# cic_sample_fifo_flat

Figure 1. Track usage over the die (cic_sample_fifo_flat).
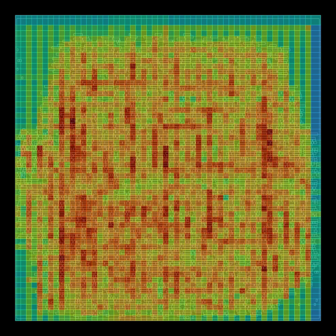

`config.mk`:
```
export PLATFORM = sky130hd
export DESIGN_NAME = cic_sample_fifo_flat
export DESIGN_NICKNAME = d
export VERILOG_FILES = /design/src/rtl/cic_fifo_pkg.sv /design/src/rtl/cic_sample_fifo_if.sv /design/src/rtl/cic_fifo_ram.sv /design/src/rtl/cic_sample_fifo.sv /design/src/flat_wrapper.sv
export SDC_FILE = /design/constraint.sdc
export NUM_CORES = 2
export LEC_CHECK = 0
export CORE_MARGIN = 1.5
export CORE_UTILIZATION = 56
export CTS_CLUSTER_SIZE = 10
export DETAILED_ROUTE_END_ITERATION = 12
export PLACE_DENSITY_LB_ADDON = 0.3
export SLEW_MARGIN = 5
export SYNTH_ARGS = -nofsm -noshare
export SYNTH_HDL_FRONTEND = slang
export SYNTH_SLANG_ARGS = --single-unit
```
`constraint.sdc`:
```
create_clock -name clk -period 3.5 [get_ports clk]
set_input_delay 1.05 -clock clk [delete_from_list [all_inputs] [get_ports clk]]
set_output_delay 1.05 -clock clk [all_outputs]
set_load 0.05 [all_outputs]
```
`src/rtl/cic_fifo_pkg.sv`:
```
// Shared constants and types for the CIC sample FIFO.
package cic_fifo_pkg;
  localparam int ADDR_W_D   = 6;
  localparam int DATA_W_D   = 32;
  localparam int DC_SHIFT_D = 8;

  typedef logic [ADDR_W_D:0]   ptr_t;
  typedef logic [DATA_W_D-1:0] sample_t;
endpackage

```
`src/rtl/cic_sample_fifo_if.sv`:
```
// Sample-in / pop-out / status bundle of the CIC sample FIFO.
interface cic_sample_fifo_if #(
  parameter int ADDR_W = 6,
  parameter int DATA_W = 32
);
  logic [DATA_W-1:0] in_data;
  logic              in_valid;
  logic              rd_en;
  logic [DATA_W-1:0] rd_data;
  logic              rd_valid;
  logic              empty;
  logic              full;
  logic [ADDR_W:0]   level;
  logic [ADDR_W:0]   threshold;
  logic              irq;
  logic              overflow;
  logic              ovf_clr;
  logic              flush;

  modport master (
    output in_data, in_valid, rd_en, threshold, ovf_clr, flush,
    input  rd_data, rd_valid, empty, full, level, irq, overflow
  );
  modport slave (
    input  in_data, in_valid, rd_en, threshold, ovf_clr, flush,
    output rd_data, rd_valid, empty, full, level, irq, overflow
  );
endinterface

```
`src/rtl/cic_fifo_ram.sv`:
```
// Simple dual-port RAM: synchronous write, registered read (read-old on collision).
module cic_fifo_ram #(
  parameter int AW = 6,
  parameter int DW = 32
) (
  input  logic          clk,
  input  logic          rst,
  input  logic          we,
  input  logic [AW-1:0] waddr,
  input  logic [DW-1:0] wdata,
  input  logic          re,
  input  logic [AW-1:0] raddr,
  output logic [DW-1:0] rdata
);
  logic [DW-1:0] mem [2**AW];

  // Array kept reset-free so it maps onto block RAM; only the output register resets.
  always_ff @(posedge clk)
    if (we) mem[waddr] <= wdata;

  always_ff @(posedge clk or negedge rst)
    if (!rst)    rdata <= '0;
    else if (re) rdata <= mem[raddr];
endmodule

```
`src/rtl/cic_sample_fifo.sv`:
```
// Circular sample buffer behind the PDM CIC decimator with level irq and sticky overflow.
// Define CIC_FIFO_DC_BLOCK_EN to insert a one-stage DC blocker ahead of storage.
module cic_sample_fifo
  import cic_fifo_pkg::*;
#(
  parameter int ADDR_W   = ADDR_W_D,
  parameter int DATA_W   = DATA_W_D,
  parameter int DC_SHIFT = DC_SHIFT_D
) (
  input logic             clk,
  input logic             rst,
  cic_sample_fifo_if.slave bus
);
  if (ADDR_W < 1 || DC_SHIFT < 1) begin : g_param_chk
    $error("cic_sample_fifo: ADDR_W and DC_SHIFT must be at least 1");
  end

  logic [ADDR_W:0]   wr_ptr, rd_ptr, wr_ptr_n, rd_ptr_n, level_n;
  logic [ADDR_W:0]   level_q;
  logic              empty_q, full_q, irq_q, ovf_q, rdv_q, ge_q, ge_n;
  logic              wr_req, rd_do, wr_do, drop;
  logic [DATA_W-1:0] wr_sample;

`ifdef CIC_FIFO_DC_BLOCK_EN
  localparam int ACC_W = DATA_W + DC_SHIFT;
  localparam logic signed [DATA_W+1:0] SAT_HI = {3'b000, {(DATA_W-1){1'b1}}};
  localparam logic signed [DATA_W+1:0] SAT_LO = {3'b111, {(DATA_W-1){1'b0}}};

  logic signed [ACC_W-1:0]  acc;
  logic signed [DATA_W+1:0] x_ext, mean, diff;
  logic [DATA_W-1:0]        y_sat, s_data;
  logic                     s_valid;

  // The CIC count is unsigned; two guard bits keep x - mean exact before saturation.
  always_comb begin
    x_ext = {2'b00, bus.in_data};
    mean  = (DATA_W+2)'(acc >>> DC_SHIFT);
    diff  = x_ext - mean;
    y_sat = diff[DATA_W-1:0];
    if (diff > SAT_HI)      y_sat = SAT_HI[DATA_W-1:0];
    else if (diff < SAT_LO) y_sat = SAT_LO[DATA_W-1:0];
  end

  // The tracker follows every sample, including ones later dropped or flushed.
  always_ff @(posedge clk or negedge rst)
    if (!rst) begin
      acc     <= '0;
      s_valid <= 1'b0;
      s_data  <= '0;
    end else begin
      s_valid <= bus.in_valid & ~bus.flush;
      if (bus.in_valid) begin
        acc    <= acc + ACC_W'(diff);
        s_data <= y_sat;
      end
    end

  assign wr_req    = s_valid;
  assign wr_sample = s_data;
`else
  assign wr_req    = bus.in_valid;
  assign wr_sample = bus.in_data;
`endif

  // Empty/full come from registered state, so a write into an empty FIFO cannot feed a same-cycle read.
  always_comb begin
    rd_do    = bus.rd_en & ~empty_q & ~bus.flush;
    wr_do    = wr_req & (~full_q | rd_do) & ~bus.flush;
    drop     = wr_req & full_q & ~rd_do & ~bus.flush;
    wr_ptr_n = bus.flush ? '0 : wr_ptr + (ADDR_W+1)'(wr_do);
    rd_ptr_n = bus.flush ? '0 : rd_ptr + (ADDR_W+1)'(rd_do);
    level_n  = wr_ptr_n - rd_ptr_n;
    ge_n     = (bus.threshold != '0) && (level_n >= bus.threshold);
  end

  always_ff @(posedge clk or negedge rst)
    if (!rst) begin
      wr_ptr  <= '0;
      rd_ptr  <= '0;
      level_q <= '0;
      empty_q <= 1'b1;
      full_q  <= 1'b0;
      ge_q    <= 1'b0;
      irq_q   <= 1'b0;
      ovf_q   <= 1'b0;
      rdv_q   <= 1'b0;
    end else begin
      wr_ptr  <= wr_ptr_n;
      rd_ptr  <= rd_ptr_n;
      level_q <= level_n;
      empty_q <= (level_n == '0);
      full_q  <= level_n[ADDR_W];
      ge_q    <= ge_n;
      irq_q   <= ge_n & ~ge_q;
      ovf_q   <= drop | (ovf_q & ~bus.ovf_clr);
      rdv_q   <= rd_do;
    end

  cic_fifo_ram #(.AW(ADDR_W), .DW(DATA_W)) u_ram (
    .clk   (clk),
    .rst   (rst),
    .we    (wr_do),
    .waddr (wr_ptr[ADDR_W-1:0]),
    .wdata (wr_sample),
    .re    (rd_do),
    .raddr (rd_ptr[ADDR_W-1:0]),
    .rdata (bus.rd_data)
  );

  assign bus.rd_valid = rdv_q;
  assign bus.empty    = empty_q;
  assign bus.full     = full_q;
  assign bus.level    = level_q;
  assign bus.irq      = irq_q;
  assign bus.overflow = ovf_q;
endmodule

```
`src/flat_wrapper.sv`:
```
// flat-port wrapper written by rule: the top's interface ports become plain ports
module cic_sample_fifo_flat import cic_fifo_pkg::*;
#(
  parameter int ADDR_W   = ADDR_W_D,
  parameter int DATA_W   = DATA_W_D,
  parameter int DC_SHIFT = DC_SHIFT_D
)
  (clk, rst, bus_in_data, bus_in_valid, bus_rd_en, bus_threshold, bus_ovf_clr, bus_flush, bus_rd_data, bus_rd_valid, bus_empty, bus_full, bus_level, bus_irq, bus_overflow);
  cic_sample_fifo_if #(.ADDR_W(ADDR_W), .DATA_W(DATA_W)) bus_i ();
  input logic clk;
  input logic rst;
  input wire logic [$bits(bus_i.in_data)-1:0] bus_in_data;
  input wire logic [$bits(bus_i.in_valid)-1:0] bus_in_valid;
  input wire logic [$bits(bus_i.rd_en)-1:0] bus_rd_en;
  input wire logic [$bits(bus_i.threshold)-1:0] bus_threshold;
  input wire logic [$bits(bus_i.ovf_clr)-1:0] bus_ovf_clr;
  input wire logic [$bits(bus_i.flush)-1:0] bus_flush;
  output wire logic [$bits(bus_i.rd_data)-1:0] bus_rd_data;
  output wire logic [$bits(bus_i.rd_valid)-1:0] bus_rd_valid;
  output wire logic [$bits(bus_i.empty)-1:0] bus_empty;
  output wire logic [$bits(bus_i.full)-1:0] bus_full;
  output wire logic [$bits(bus_i.level)-1:0] bus_level;
  output wire logic [$bits(bus_i.irq)-1:0] bus_irq;
  output wire logic [$bits(bus_i.overflow)-1:0] bus_overflow;
  assign bus_i.in_data = bus_in_data;
  assign bus_i.in_valid = bus_in_valid;
  assign bus_i.rd_en = bus_rd_en;
  assign bus_i.threshold = bus_threshold;
  assign bus_i.ovf_clr = bus_ovf_clr;
  assign bus_i.flush = bus_flush;
  assign bus_rd_data = bus_i.rd_data;
  assign bus_rd_valid = bus_i.rd_valid;
  assign bus_empty = bus_i.empty;
  assign bus_full = bus_i.full;
  assign bus_level = bus_i.level;
  assign bus_irq = bus_i.irq;
  assign bus_overflow = bus_i.overflow;
  cic_sample_fifo #(.ADDR_W(ADDR_W), .DATA_W(DATA_W), .DC_SHIFT(DC_SHIFT)) u_core (.clk(clk), .rst(rst), .bus(bus_i));
endmodule
```
# hamming_tx_flat

$ cat src/rtl/hamming_tx_if.sv
// Byte-in / serial-out bundle for the Hamming(12,8) transmitter.
// The source drives the master side; the transmitter owns the slave side.
interface hamming_tx_if;
  logic [7:0]  din;
  logic        din_valid;
  logic        din_ready;
  logic        inj_en;
  logic [3:0]  inj_pos;
  logic        tx;
  logic        busy;
  logic [11:0] code_out;
  logic        frame_done;

  modport master (
    output din, din_valid, inj_en, inj_pos,
    input  din_ready, tx, busy, code_out, frame_done
  );

  modport slave (
    input  din, din_valid, inj_en, inj_pos,
    output din_ready, tx, busy, code_out, frame_done
  );
endinterface

$ cat src/rtl/hamming_tx.sv
// Hamming(12,8) SEC encoder with start/stop serialiser and single-bit error injection.
// Codeword layout matches the team's combinational Hamming(12,8) decoder.
module hamming_tx #(
  parameter int CLKS_PER_BIT = 4
) (
  input logic         clk,
  input logic         rst,
  hamming_tx_if.slave bus
);

  localparam int              CW       = (CLKS_PER_BIT > 1) ? $clog2(CLKS_PER_BIT) : 1;
  localparam logic [CW-1:0]   CYC_LAST = CW'(CLKS_PER_BIT - 1);
  localparam logic [3:0]      BIT_LAST = 4'd11;

  typedef enum logic [1:0] {
    IDLE,
    START,
    DATA,
    STOP
  } state_t;

  // Check bits sit at the power-of-two positions (1-based) so the decoder's
  // syndrome directly names the flipped bit.
  function automatic logic [11:0] encode(input logic [7:0] d);
    logic [11:0] c;
    c[2]  = d[0];
    c[4]  = d[1];
    c[5]  = d[2];
    c[6]  = d[3];
    c[8]  = d[4];
    c[9]  = d[5];
    c[10] = d[6];
    c[11] = d[7];
    c[0]  = d[0] ^ d[1] ^ d[3] ^ d[4] ^ d[6];
    c[1]  = d[0] ^ d[2] ^ d[3] ^ d[5] ^ d[6];
    c[3]  = d[1] ^ d[2] ^ d[3] ^ d[7];
    c[7]  = d[4] ^ d[5] ^ d[6] ^ d[7];
    return c;
  endfunction

  state_t        state_q, state_d;
  logic [CW-1:0] cyc_q, cyc_d;
  logic [3:0]    bit_q, bit_d;
  logic [11:0]   shift_q, shift_d;
  logic [11:0]   code_q, code_d;
  logic          tx_q, tx_d;
  logic          busy_q, busy_d;
  logic          din_ready_q, din_ready_d;
  logic          frame_done_q, frame_done_d;
  logic          accept;
  logic [11:0]   inj_mask;

  always_comb begin
    // NOTE: every signal gets a default first so no path through the case leaves it unassigned (no latches).
    state_d  = state_q;
    cyc_d    = cyc_q;
    bit_d    = bit_q;
    shift_d  = shift_q;
    code_d   = code_q;
    inj_mask = '0;
    if (bus.inj_en && (bus.inj_pos < 4'd12)) begin
      inj_mask[bus.inj_pos] = 1'b1;
    end

    // din_ready_q is only ever high in IDLE, so accept implies IDLE.
    accept = bus.din_valid && din_ready_q;

    unique case (state_q)
      IDLE: begin
        if (accept) begin
          state_d = START;
          cyc_d   = '0;
          code_d  = encode(bus.din) ^ inj_mask;
          shift_d = code_d;
        end
      end
      START: begin
        if (cyc_q == CYC_LAST) begin
          state_d = DATA;
          cyc_d   = '0;
          bit_d   = '0;
        end else begin
          cyc_d = cyc_q + 1'b1;
        end
      end
      DATA: begin
        if (cyc_q == CYC_LAST) begin
          cyc_d = '0;
          if (bit_q == BIT_LAST) begin
            state_d = STOP;
          end else begin
            bit_d   = bit_q + 1'b1;
            shift_d = shift_q >> 1;
          end
        end else begin
          cyc_d = cyc_q + 1'b1;
        end
      end
      STOP: begin
        if (cyc_q == CYC_LAST) begin
          state_d = IDLE;
          cyc_d   = '0;
        end else begin
          cyc_d = cyc_q + 1'b1;
        end
      end
      default: state_d = IDLE;
    endcase

    // Outputs are computed from the next state so they are registered yet
    // line up with the state they describe.
    unique case (state_d)
      START:   tx_d = 1'b0;
      DATA:    tx_d = shift_d[0];
      default: tx_d = 1'b1;
    endcase
    busy_d       = (state_d != IDLE);
    din_ready_d  = (state_d == IDLE);
    frame_done_d = (state_d == STOP) && (cyc_d == CYC_LAST);
  end

  always_ff @(posedge clk or posedge rst) begin
    if (rst) begin
      state_q      <= IDLE;
      cyc_q        <= '0;
      bit_q        <= '0;
      shift_q      <= '0;
      code_q       <= '0;
      tx_q         <= 1'b1;
      busy_q       <= 1'b0;
      din_ready_q  <= 1'b0;
      frame_done_q <= 1'b0;
    end else begin
      // NOTE: non-blocking assignments so every flop samples the pre-edge values.
      state_q      <= state_d;
      cyc_q        <= cyc_d;
      bit_q        <= bit_d;
      shift_q      <= shift_d;
      code_q       <= code_d;
      tx_q         <= tx_d;
      busy_q       <= busy_d;
      din_ready_q  <= din_ready_d;
      frame_done_q <= frame_done_d;
    end
  end

  assign bus.tx         = tx_q;
  assign bus.busy       = busy_q;
  assign bus.din_ready  = din_ready_q;
  assign bus.code_out   = code_q;
  assign bus.frame_done = frame_done_q;

endmodule

$ cat src/flat_wrapper.sv
// flat-port wrapper written by rule: the top's interface ports become plain ports
module hamming_tx_flat 
#(
  parameter int CLKS_PER_BIT = 4
)
  (clk, rst, bus_din, bus_din_valid, bus_inj_en, bus_inj_pos, bus_din_ready, bus_tx, bus_busy, bus_code_out, bus_frame_done);
  hamming_tx_if bus_i ();
  input logic clk;
  input logic rst;
  input wire logic [$bits(bus_i.din)-1:0] bus_din;
  input wire logic [$bits(bus_i.din_valid)-1:0] bus_din_valid;
  input wire logic [$bits(bus_i.inj_en)-1:0] bus_inj_en;
  input wire logic [$bits(bus_i.inj_pos)-1:0] bus_inj_pos;
  output wire logic [$bits(bus_i.din_ready)-1:0] bus_din_ready;
  output wire logic [$bits(bus_i.tx)-1:0] bus_tx;
  output wire logic [$bits(bus_i.busy)-1:0] bus_busy;
  output wire logic [$bits(bus_i.code_out)-1:0] bus_code_out;
  output wire logic [$bits(bus_i.frame_done)-1:0] bus_frame_done;
  assign bus_i.din = bus_din;
  assign bus_i.din_valid = bus_din_valid;
  assign bus_i.inj_en = bus_inj_en;
  assign bus_i.inj_pos = bus_inj_pos;
  assign bus_din_ready = bus_i.din_ready;
  assign bus_tx = bus_i.tx;
  assign bus_busy = bus_i.busy;
  assign bus_code_out = bus_i.code_out;
  assign bus_frame_done = bus_i.frame_done;
  hamming_tx #(.CLKS_PER_BIT(CLKS_PER_BIT)) u_core (.clk(clk), .rst(rst), .bus(bus_i));
endmodule
$ cat config.mk
export PLATFORM = sky130hd
export DESIGN_NAME = hamming_tx_flat
export DESIGN_NICKNAME = d
export VERILOG_FILES = /design/src/rtl/hamming_tx_if.sv /design/src/rtl/hamming_tx.sv /design/src/flat_wrapper.sv
export SDC_FILE = /design/constraint.sdc
export NUM_CORES = 1
export LEC_CHECK = 0
export CAP_MARGIN = 20
export CORE_MARGIN = 5
export CORE_UTILIZATION = 54
export CTS_BUF_LIST = sky130_fd_sc_hd__clkbuf_4 sky130_fd_sc_hd__clkbuf_8
export CTS_CLUSTER_SIZE = 16
export DETAILED_ROUTE_END_ITERATION = 16
export MAX_ROUTING_LAYER = met4
export PLACE_DENSITY_LB_ADDON = 0.3
export SYNTH_ARGS = -nofsm -noshare
export SYNTH_HDL_FRONTEND = slang
export SYNTH_SLANG_ARGS = --single-unit
export TNS_END_PERCENT = 100
$ cat constraint.sdc
create_clock -name clk -period 2.35 [get_ports clk]
set_input_delay 0.3525 -clock clk [delete_from_list [all_inputs] [get_ports clk]]
set_output_delay 0.3525 -clock clk [all_outputs]
set_load 0.05 [all_outputs]
# seg_scan_mux

`src/rtl/seg_scan_mux.sv`:
```
// Time-multiplexes four BCD digits with decimal points onto a shared 4-digit 7-segment display.
// Inputs are double-buffered and take effect at frame boundaries. Leading zeros are blanked and each slot starts with a dead time.
module seg_scan_mux #(
    parameter int SCAN_DIV     = 12500,
    parameter int BLANK_CYCLES = 500,
    parameter bit LZ_BLANK     = 1'b1
) (
    input  logic       clk,
    input  logic       rst,
    input  logic       enable,
    input  logic       update,
    input  logic [3:0] digit3,
    input  logic [3:0] digit2,
    input  logic [3:0] digit1,
    input  logic [3:0] digit0,
    input  logic [3:0] dp_n,
    output logic [7:0] seg_n,
    output logic [3:0] an_n,
    output logic       frame_done
);

    localparam int            CW        = $clog2(SCAN_DIV);
    localparam logic [CW-1:0] CNT_LAST  = CW'(SCAN_DIV - 1);
    localparam logic [CW-1:0] CNT_BLANK = CW'(BLANK_CYCLES);

    logic [CW-1:0]   cnt;
    logic [1:0]      sel;
    logic            enable_q;
    logic [3:0][3:0] in_digit;
    logic [3:0][3:0] pend_digit;
    logic [3:0][3:0] act_digit;
    logic [3:0]      pend_dp;
    logic [3:0]      act_dp;
    logic [3:0]      lead_zero;
    logic            last_cnt;
    logic            boundary;
    logic            load_active;
    logic [7:0]      seg_next;

    function automatic logic [6:0] dec7(input logic [3:0] bcd);
        case (bcd)
            4'd0:    dec7 = 7'b1000000;
            4'd1:    dec7 = 7'b1111001;
            4'd2:    dec7 = 7'b0100100;
            4'd3:    dec7 = 7'b0110000;
            4'd4:    dec7 = 7'b0011001;
            4'd5:    dec7 = 7'b0010010;
            4'd6:    dec7 = 7'b0000010;
            4'd7:    dec7 = 7'b1011000;
            4'd8:    dec7 = 7'b0000000;
            4'd9:    dec7 = 7'b0011000;
            default: dec7 = 7'b1111111;
        endcase
    endfunction

    assign in_digit = {digit3, digit2, digit1, digit0};

    // A digit is a leading zero when it and every digit to its left are zero.
    // The units digit is never blanked.
    assign lead_zero = {act_digit[3] == 4'd0,
                        act_digit[3:2] == 8'd0,
                        act_digit[3:1] == 12'd0,
                        1'b0};

    always_comb begin
        seg_next = {act_dp[sel],
                    (LZ_BLANK && lead_zero[sel]) ? 7'b1111111 : dec7(act_digit[sel])};
    end

    assign last_cnt    = (cnt == CNT_LAST);
    assign boundary    = enable && (sel == 2'd3) && last_cnt;
    assign load_active = boundary || (enable && !enable_q);

    // NOTE: The digit buffers are small flop banks, not RAM. They are reset so the display starts dark and blank-safe.
    always_ff @(posedge clk or posedge rst) begin
        if (rst) begin
            cnt        <= '0;
            sel        <= 2'd0;
            enable_q   <= 1'b0;
            pend_digit <= '0;
            act_digit  <= '0;
            pend_dp    <= 4'hF;
            act_dp     <= 4'hF;
            seg_n      <= 8'hFF;
            an_n       <= 4'hF;
            frame_done <= 1'b0;
        end else begin
            enable_q <= enable;
            if (update) begin
                pend_digit <= in_digit;
                pend_dp    <= dp_n;
            end
            if (load_active) begin
                act_digit <= update ? in_digit : pend_digit;
                act_dp    <= update ? dp_n : pend_dp;
            end
            if (!enable) begin
                cnt        <= '0;
                sel        <= 2'd0;
                seg_n      <= 8'hFF;
                an_n       <= 4'hF;
                frame_done <= 1'b0;
            end else begin
                cnt <= last_cnt ? '0 : cnt + 1'b1;
                if (last_cnt) begin
                    sel <= sel + 2'd1;
                end
                // frame_done is registered with the other outputs.
                // It is high together with the last registered cycle of the digit-3 slot.
                frame_done <= boundary;
                if (cnt < CNT_BLANK) begin
                    seg_n <= 8'hFF;
                    an_n  <= 4'hF;
                end else begin
                    seg_n <= seg_next;
                    an_n  <= ~(4'b0001 << sel);
                end
            end
        end
    end

endmodule

```
`config.mk`:
```
export PLATFORM = sky130hd
export DESIGN_NAME = seg_scan_mux
export DESIGN_NICKNAME = d
export VERILOG_FILES = /design/src/rtl/seg_scan_mux.sv
export SDC_FILE = /design/constraint.sdc
export NUM_CORES = 1
export LEC_CHECK = 0
export CAP_MARGIN = 10
export CORE_MARGIN = 2
export CORE_UTILIZATION = 55
export CTS_CLUSTER_SIZE = 30
export DETAILED_ROUTE_END_ITERATION = 6
export HOLD_SLACK_MARGIN = 0.08
export MAX_ROUTING_LAYER = met4
export PLACE_DENSITY = 0.87
export SYNTH_ARGS = -nofsm -noshare
export SYNTH_HDL_FRONTEND = slang
export SYNTH_SLANG_ARGS = --single-unit
```
`constraint.sdc`:
```
create_clock -name clk -period 3.39 [get_ports clk]
set_clock_uncertainty 0.1 [all_clocks]
set_input_delay 0.8475 -clock clk [delete_from_list [all_inputs] [get_ports clk]]
set_output_delay 0.8475 -clock clk [all_outputs]
set_load 0.1 [all_outputs]
```
Figure 2. Met1 routing (cic_sample_fifo_flat).
Bar = 100 um. Supply wires on this layer in gray.
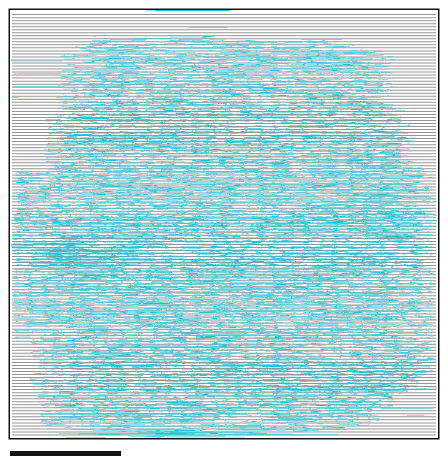
nets with wire on the layer: 4507
longest straight run: 125 um
wire length on this layer: 79.0 mm
share of all routed wire: 41%

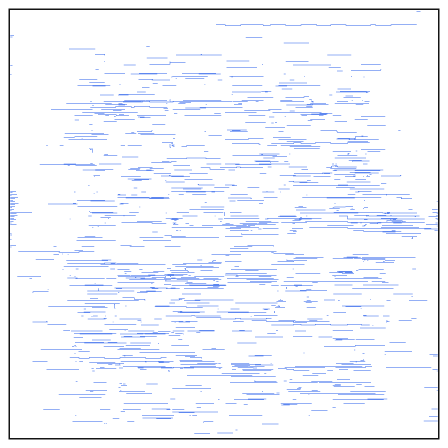
Figure 3: cic_sample_fifo_flat, metal 3.
longest straight run: 77.7 um
wire length on this layer: 15100 um
nets with wire on the layer: 440

## Picture notes: Figure 1
GR Util met3: 3.761%
WL per Instance: 29.42 um
met1 usage in global routing: 38.01%

==> results.rst, cic_sample_fifo_flat <==
Implementation results
======================

.. list-table::
   :header-rows: 1

   * - Metric
     - Value
   * - Min-delay worst type
     - in -> async
   * - Number of buffers created by CTS
     - 230
   * - Signal arrival time at the worst endpoint
     - 2.26 ns
   * - Top Registers
     - u_core.u_ram.mem (2048), u_core.u_ram.rdata (32)
   * - Instance count on the critical path
     - 1
   * - Detailed-routed wire length on met2
     - 94.67 mm
   * - Run status
     - finished, final reports clean
   * - Type of the worst setup path
     - reg -> out
   * - Chip Area, Yosys
     - 0.08169 sq mm
   * - Vias in the first global route
     - 42610
   * - Critical path startpoint
     - u_core.u_ram.rdata[2]$_DFFE_PN0P_
   * - Register share of total power
     - 51.9%
   * - Final standard cell utilization of the core
     - 64.69%
   * - NumNets Final
     - 4681
   * - Die X
     - 384.9 um
   * - Cell chosen for the clock root
     - clkbuf_16
   * - Area of the mapped netlist
     - 0.08169 sq mm
   * - Wire length of the first global-routing pass
     - 284.4 mm
   * - Final hold slack
     - 0.1923 ns
   * - TritonCTS clock tree
     - yes
   * - Number of different library cells in the post-synthesis netlist
     - 60
   * - Number of antenna violations at the first check in global routing
     - 3
   * - DR iter-0 viols
     - 4552
   * - Routing layer with the top usage in global route
     - met2
   * - Total chip power
     - 54.55 mW
   * - Standard-cell row count
     - 139
   * - Met1 layer wirelength in the final routing
     - 79.04 mm
cic_sample_fifo_flat: cell families after synthesis:
group / after synthesis / synth area share [%]
and+or+nand+nor: 498 / 2.959
DFF: 2106 / 77.06
AOI/OAI and AO/OA: 519 / 4.515
buffers and inverters: 269 / 2.104
muxes: 897 / 12.95
adders and majority gates: 18 / 0.2849
xor gates and xnor gates: 10 / 0.1241
cic_sample_fifo_flat: cell type report:
class	count	area share [%]
sequential	2106	67.51
multi-input combinational	1942	19.04
clock buffer	327	6.686
timing repair buffer	320	3.991
tap	1903	2.553
clock inverter	10	0.1462
inverter	18	0.07244
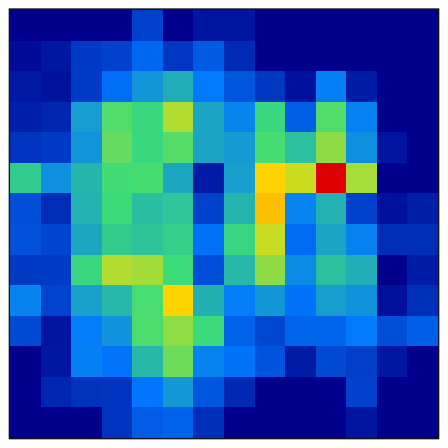
Figure 4: hamming_tx_flat, routed metal per tile.
The die is cut into 14 by 14 equal tiles; dark blue is low, red is high, scaled to the fullest tile. Values are wire area over tile area, all layers added.
mean over tiles: 0.14
nearly empty tiles: 21%
densest ninth of the die: center
tiles over half the peak: 12%
fullest tile: 0.60

==> results.rst, hamming_tx_flat <==
Implementation results
======================

.. list-table::
   :header-rows: 1

   * - Metric
     - Value
   * - Run status
     - finished, final reports clean
   * - Wire length of the first global-routing pass
     - 7.093 mm
   * - Setup repair after global routing missed its margin
     - no
   * - Post-route cell area
     - 0.002293 sq mm
   * - Post-Synth AOI/OAI Area
     - 20.00%
   * - Number of buffers created by CTS
     - 5
   * - Share of cells above drive strength 1
     - 9.091%
   * - Chip Area, Yosys
     - 0.001858 sq mm
   * - Instance count on the critical path
     - 1
   * - Worst slew margin relative to its limit
     - 57.19%
   * - Worst slack after detailed placement
     - 0.2225 ns
   * - Type of the worst setup path
     - reg -> out
   * - Final critical-path share of the clock period
     - 85.79%
   * - Final hold slack
     - 0.3990 ns
   * - Clock edge transition at the registers on the reported setup and hold paths
     - 0.11 ns
   * - Gates resized, CTS repair
     - 0
   * - Top post-synthesis cells by area
     - dfrtp_1 (47%), xnor2_1 (5.7%), a221o_1 (5.4%), a21o_1 (4.0%), o21ai_0 (4.0%)
   * - Mean cell area of the mapped netlist
     - 9.989 sq um
   * - Simple share
     - 15.96%
hamming_tx_flat: per-layer routing:
layer  track usage (%)  share of wire [%]
met1             25.45                 43
met2             34.33                 50
met3             2.593                4.3
met4             10.92                2.7
met5                 -                  0
hamming_tx_flat: final cells by class:
class | count | area, sq um
tap | 46 | 57.56
timing repair buffer | 35 | 340.3
multi-input combinational | 136 | 902.1
inverter | 5 | 18.77
clock buffer | 8 | 72.57
sequential | 36 | 902.1
fill | 261 | 1044
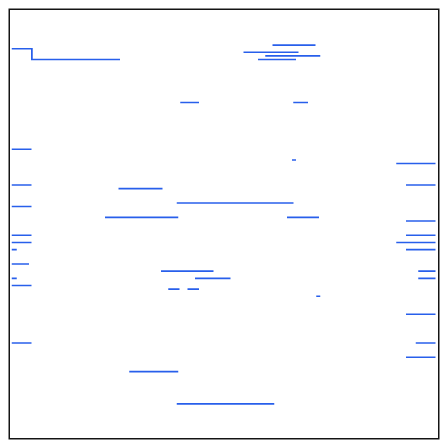
Figure 5: seg_scan_mux, metal 3.
nets with wire on the layer: 32
main direction: horizontal

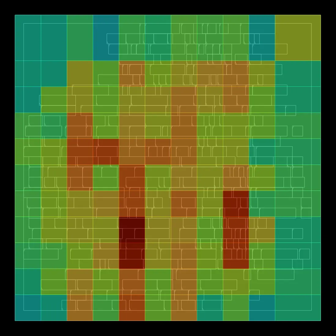
Figure 6: seg_scan_mux, track usage over the die.
met1 usage in global routing: 27.35%
final standard cell utilization of the core: 65.56%
global-route track usage on met2: 31.90%

==> results.rst, seg_scan_mux <==
Implementation results
======================

.. list-table::
   :header-rows: 1

   * - Metric
     - Value
   * - R2R Path End
     - seg_n[3]$_DFF_PP1_
   * - Port Buffers
     - 36
   * - XOR/XNOR Fraction of Synth Area
     - 3.749%
   * - Peak supply drop
     - 0.0002706 V
   * - Yosys cell count
     - 243
   * - Repair and plain buffers
     - 38
   * - Biggest combinational cell group after synthesis
     - multiplexers
   * - Leakage power
     - 1.659 nW
   * - Commonest cells after routing, fill and taps aside
     - dfrtp_1 (50), clkdlybuf4s50_1 (23), nor2_1 (22)
   * - Switching power as a share of total power
     - 24.95%
   * - Critical path startpoint
     - sel[1]$_DFFE_PP0P_
   * - Number of antenna-violating nets in the routed design
     - 0
   * - Cell class with the largest area share
     - sequential cells
   * - RD Place Congestion
     - 0.7965
   * - Cell chosen for the clock root
     - clkbuf_8
   * - Power attributed to sequential cells
     - 0.970 mW
   * - Multi-input gate area in the final layout
     - 0.001394 sq mm
   * - Worst-case reg-to-reg path depth
     - 6
   * - Cell type with the highest aggregate area in the netlist
     - dfrtp_1
   * - Maximum count of clock buffers along a single path
     - 2
   * - Launch instance of the worst register-to-register path
     - sel[1]$_DFFE_PP0P_
   * - Latest clock arrival within the worst-skew pair
     - 0.34 ns
   * - Run status
     - finished, final reports clean
   * - Kind of start point of the critical path
     - flop
   * - Net load switching power
     - 0.4518 mW
   * - NumNets Final
     - 317
   * - Int Power
     - 1.359 mW
   * - Uppermost metal layer occupied by signal nets
     - met4
   * - FILL cells
     - 475
   * - Worst hold path depth
     - 1
   * - Mean cell area of the mapped netlist
     - 13.46 sq um
   * - Type of the worst setup path
     - reg -> reg
   * - Gates resized, CTS repair
     - 0
   * - Register share of total power
     - 53.5%
   * - Top achievable clock speed
     - 444.4 MHz
   * - Final Setup Violations
     - 0
   * - Critical path buffers and inverters
     - 1
   * - Routing layer with the top usage in global route
     - met2
   * - Power in combinational cells
     - 0.275 mW
   * - Max-slew violations
     - 0
   * - Via Count
     - 1956
-- seg_scan_mux: per-stage QoR --
step	area (sq um)	util, %	cells	setup slack, ns	total power, mW
6_report	3812	65.56	363	1.140	1.811
3_3_place_gp	3654	62.82	348	0.9480	1.243
2_1_floorplan	3271	-	243	0.7074	1.180
4_1_cts	3812	65.56	363	1.127	1.834
3_5_place_dp	3654	62.82	348	0.9201	1.261
5_1_grt	3812	65.56	363	0.9757	1.902

## Gallery

Metal 2.
picture 1
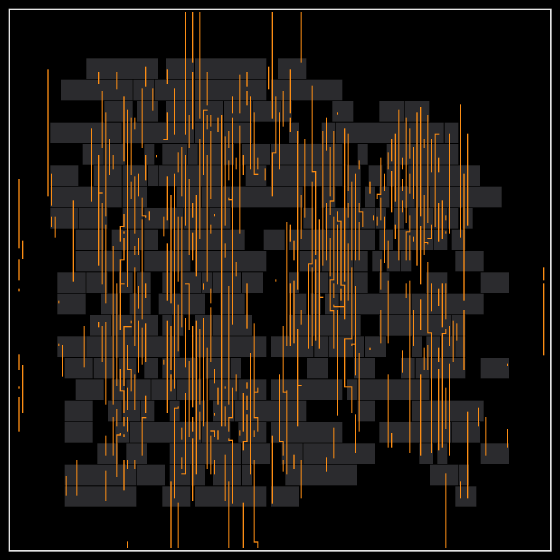
picture 2
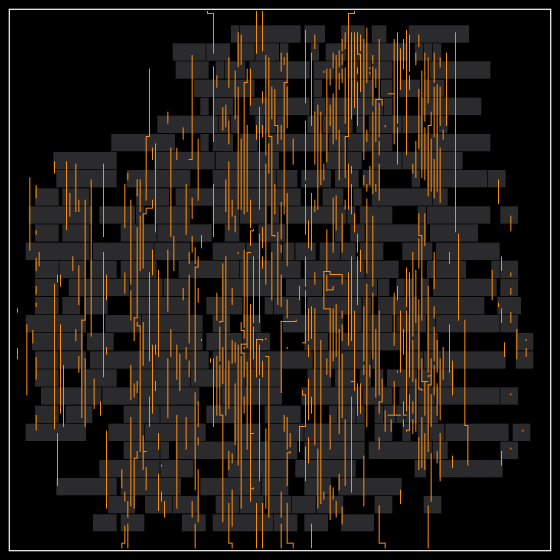
picture 3
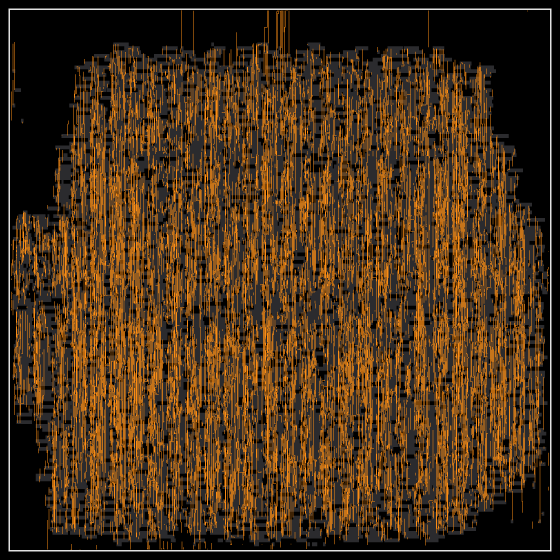
cic_sample_fifo_flat: picture 3
seg_scan_mux: picture 2
hamming_tx_flat: picture 1

Key to picture 1:
main direction: vertical
nets with wire on the layer: 202
share of all routed wire: 50%
longest straight run: 39.4 um
wire length on this layer: 2030 um


Power figures rest on the tool's default switching activity, not on a simulated workload.
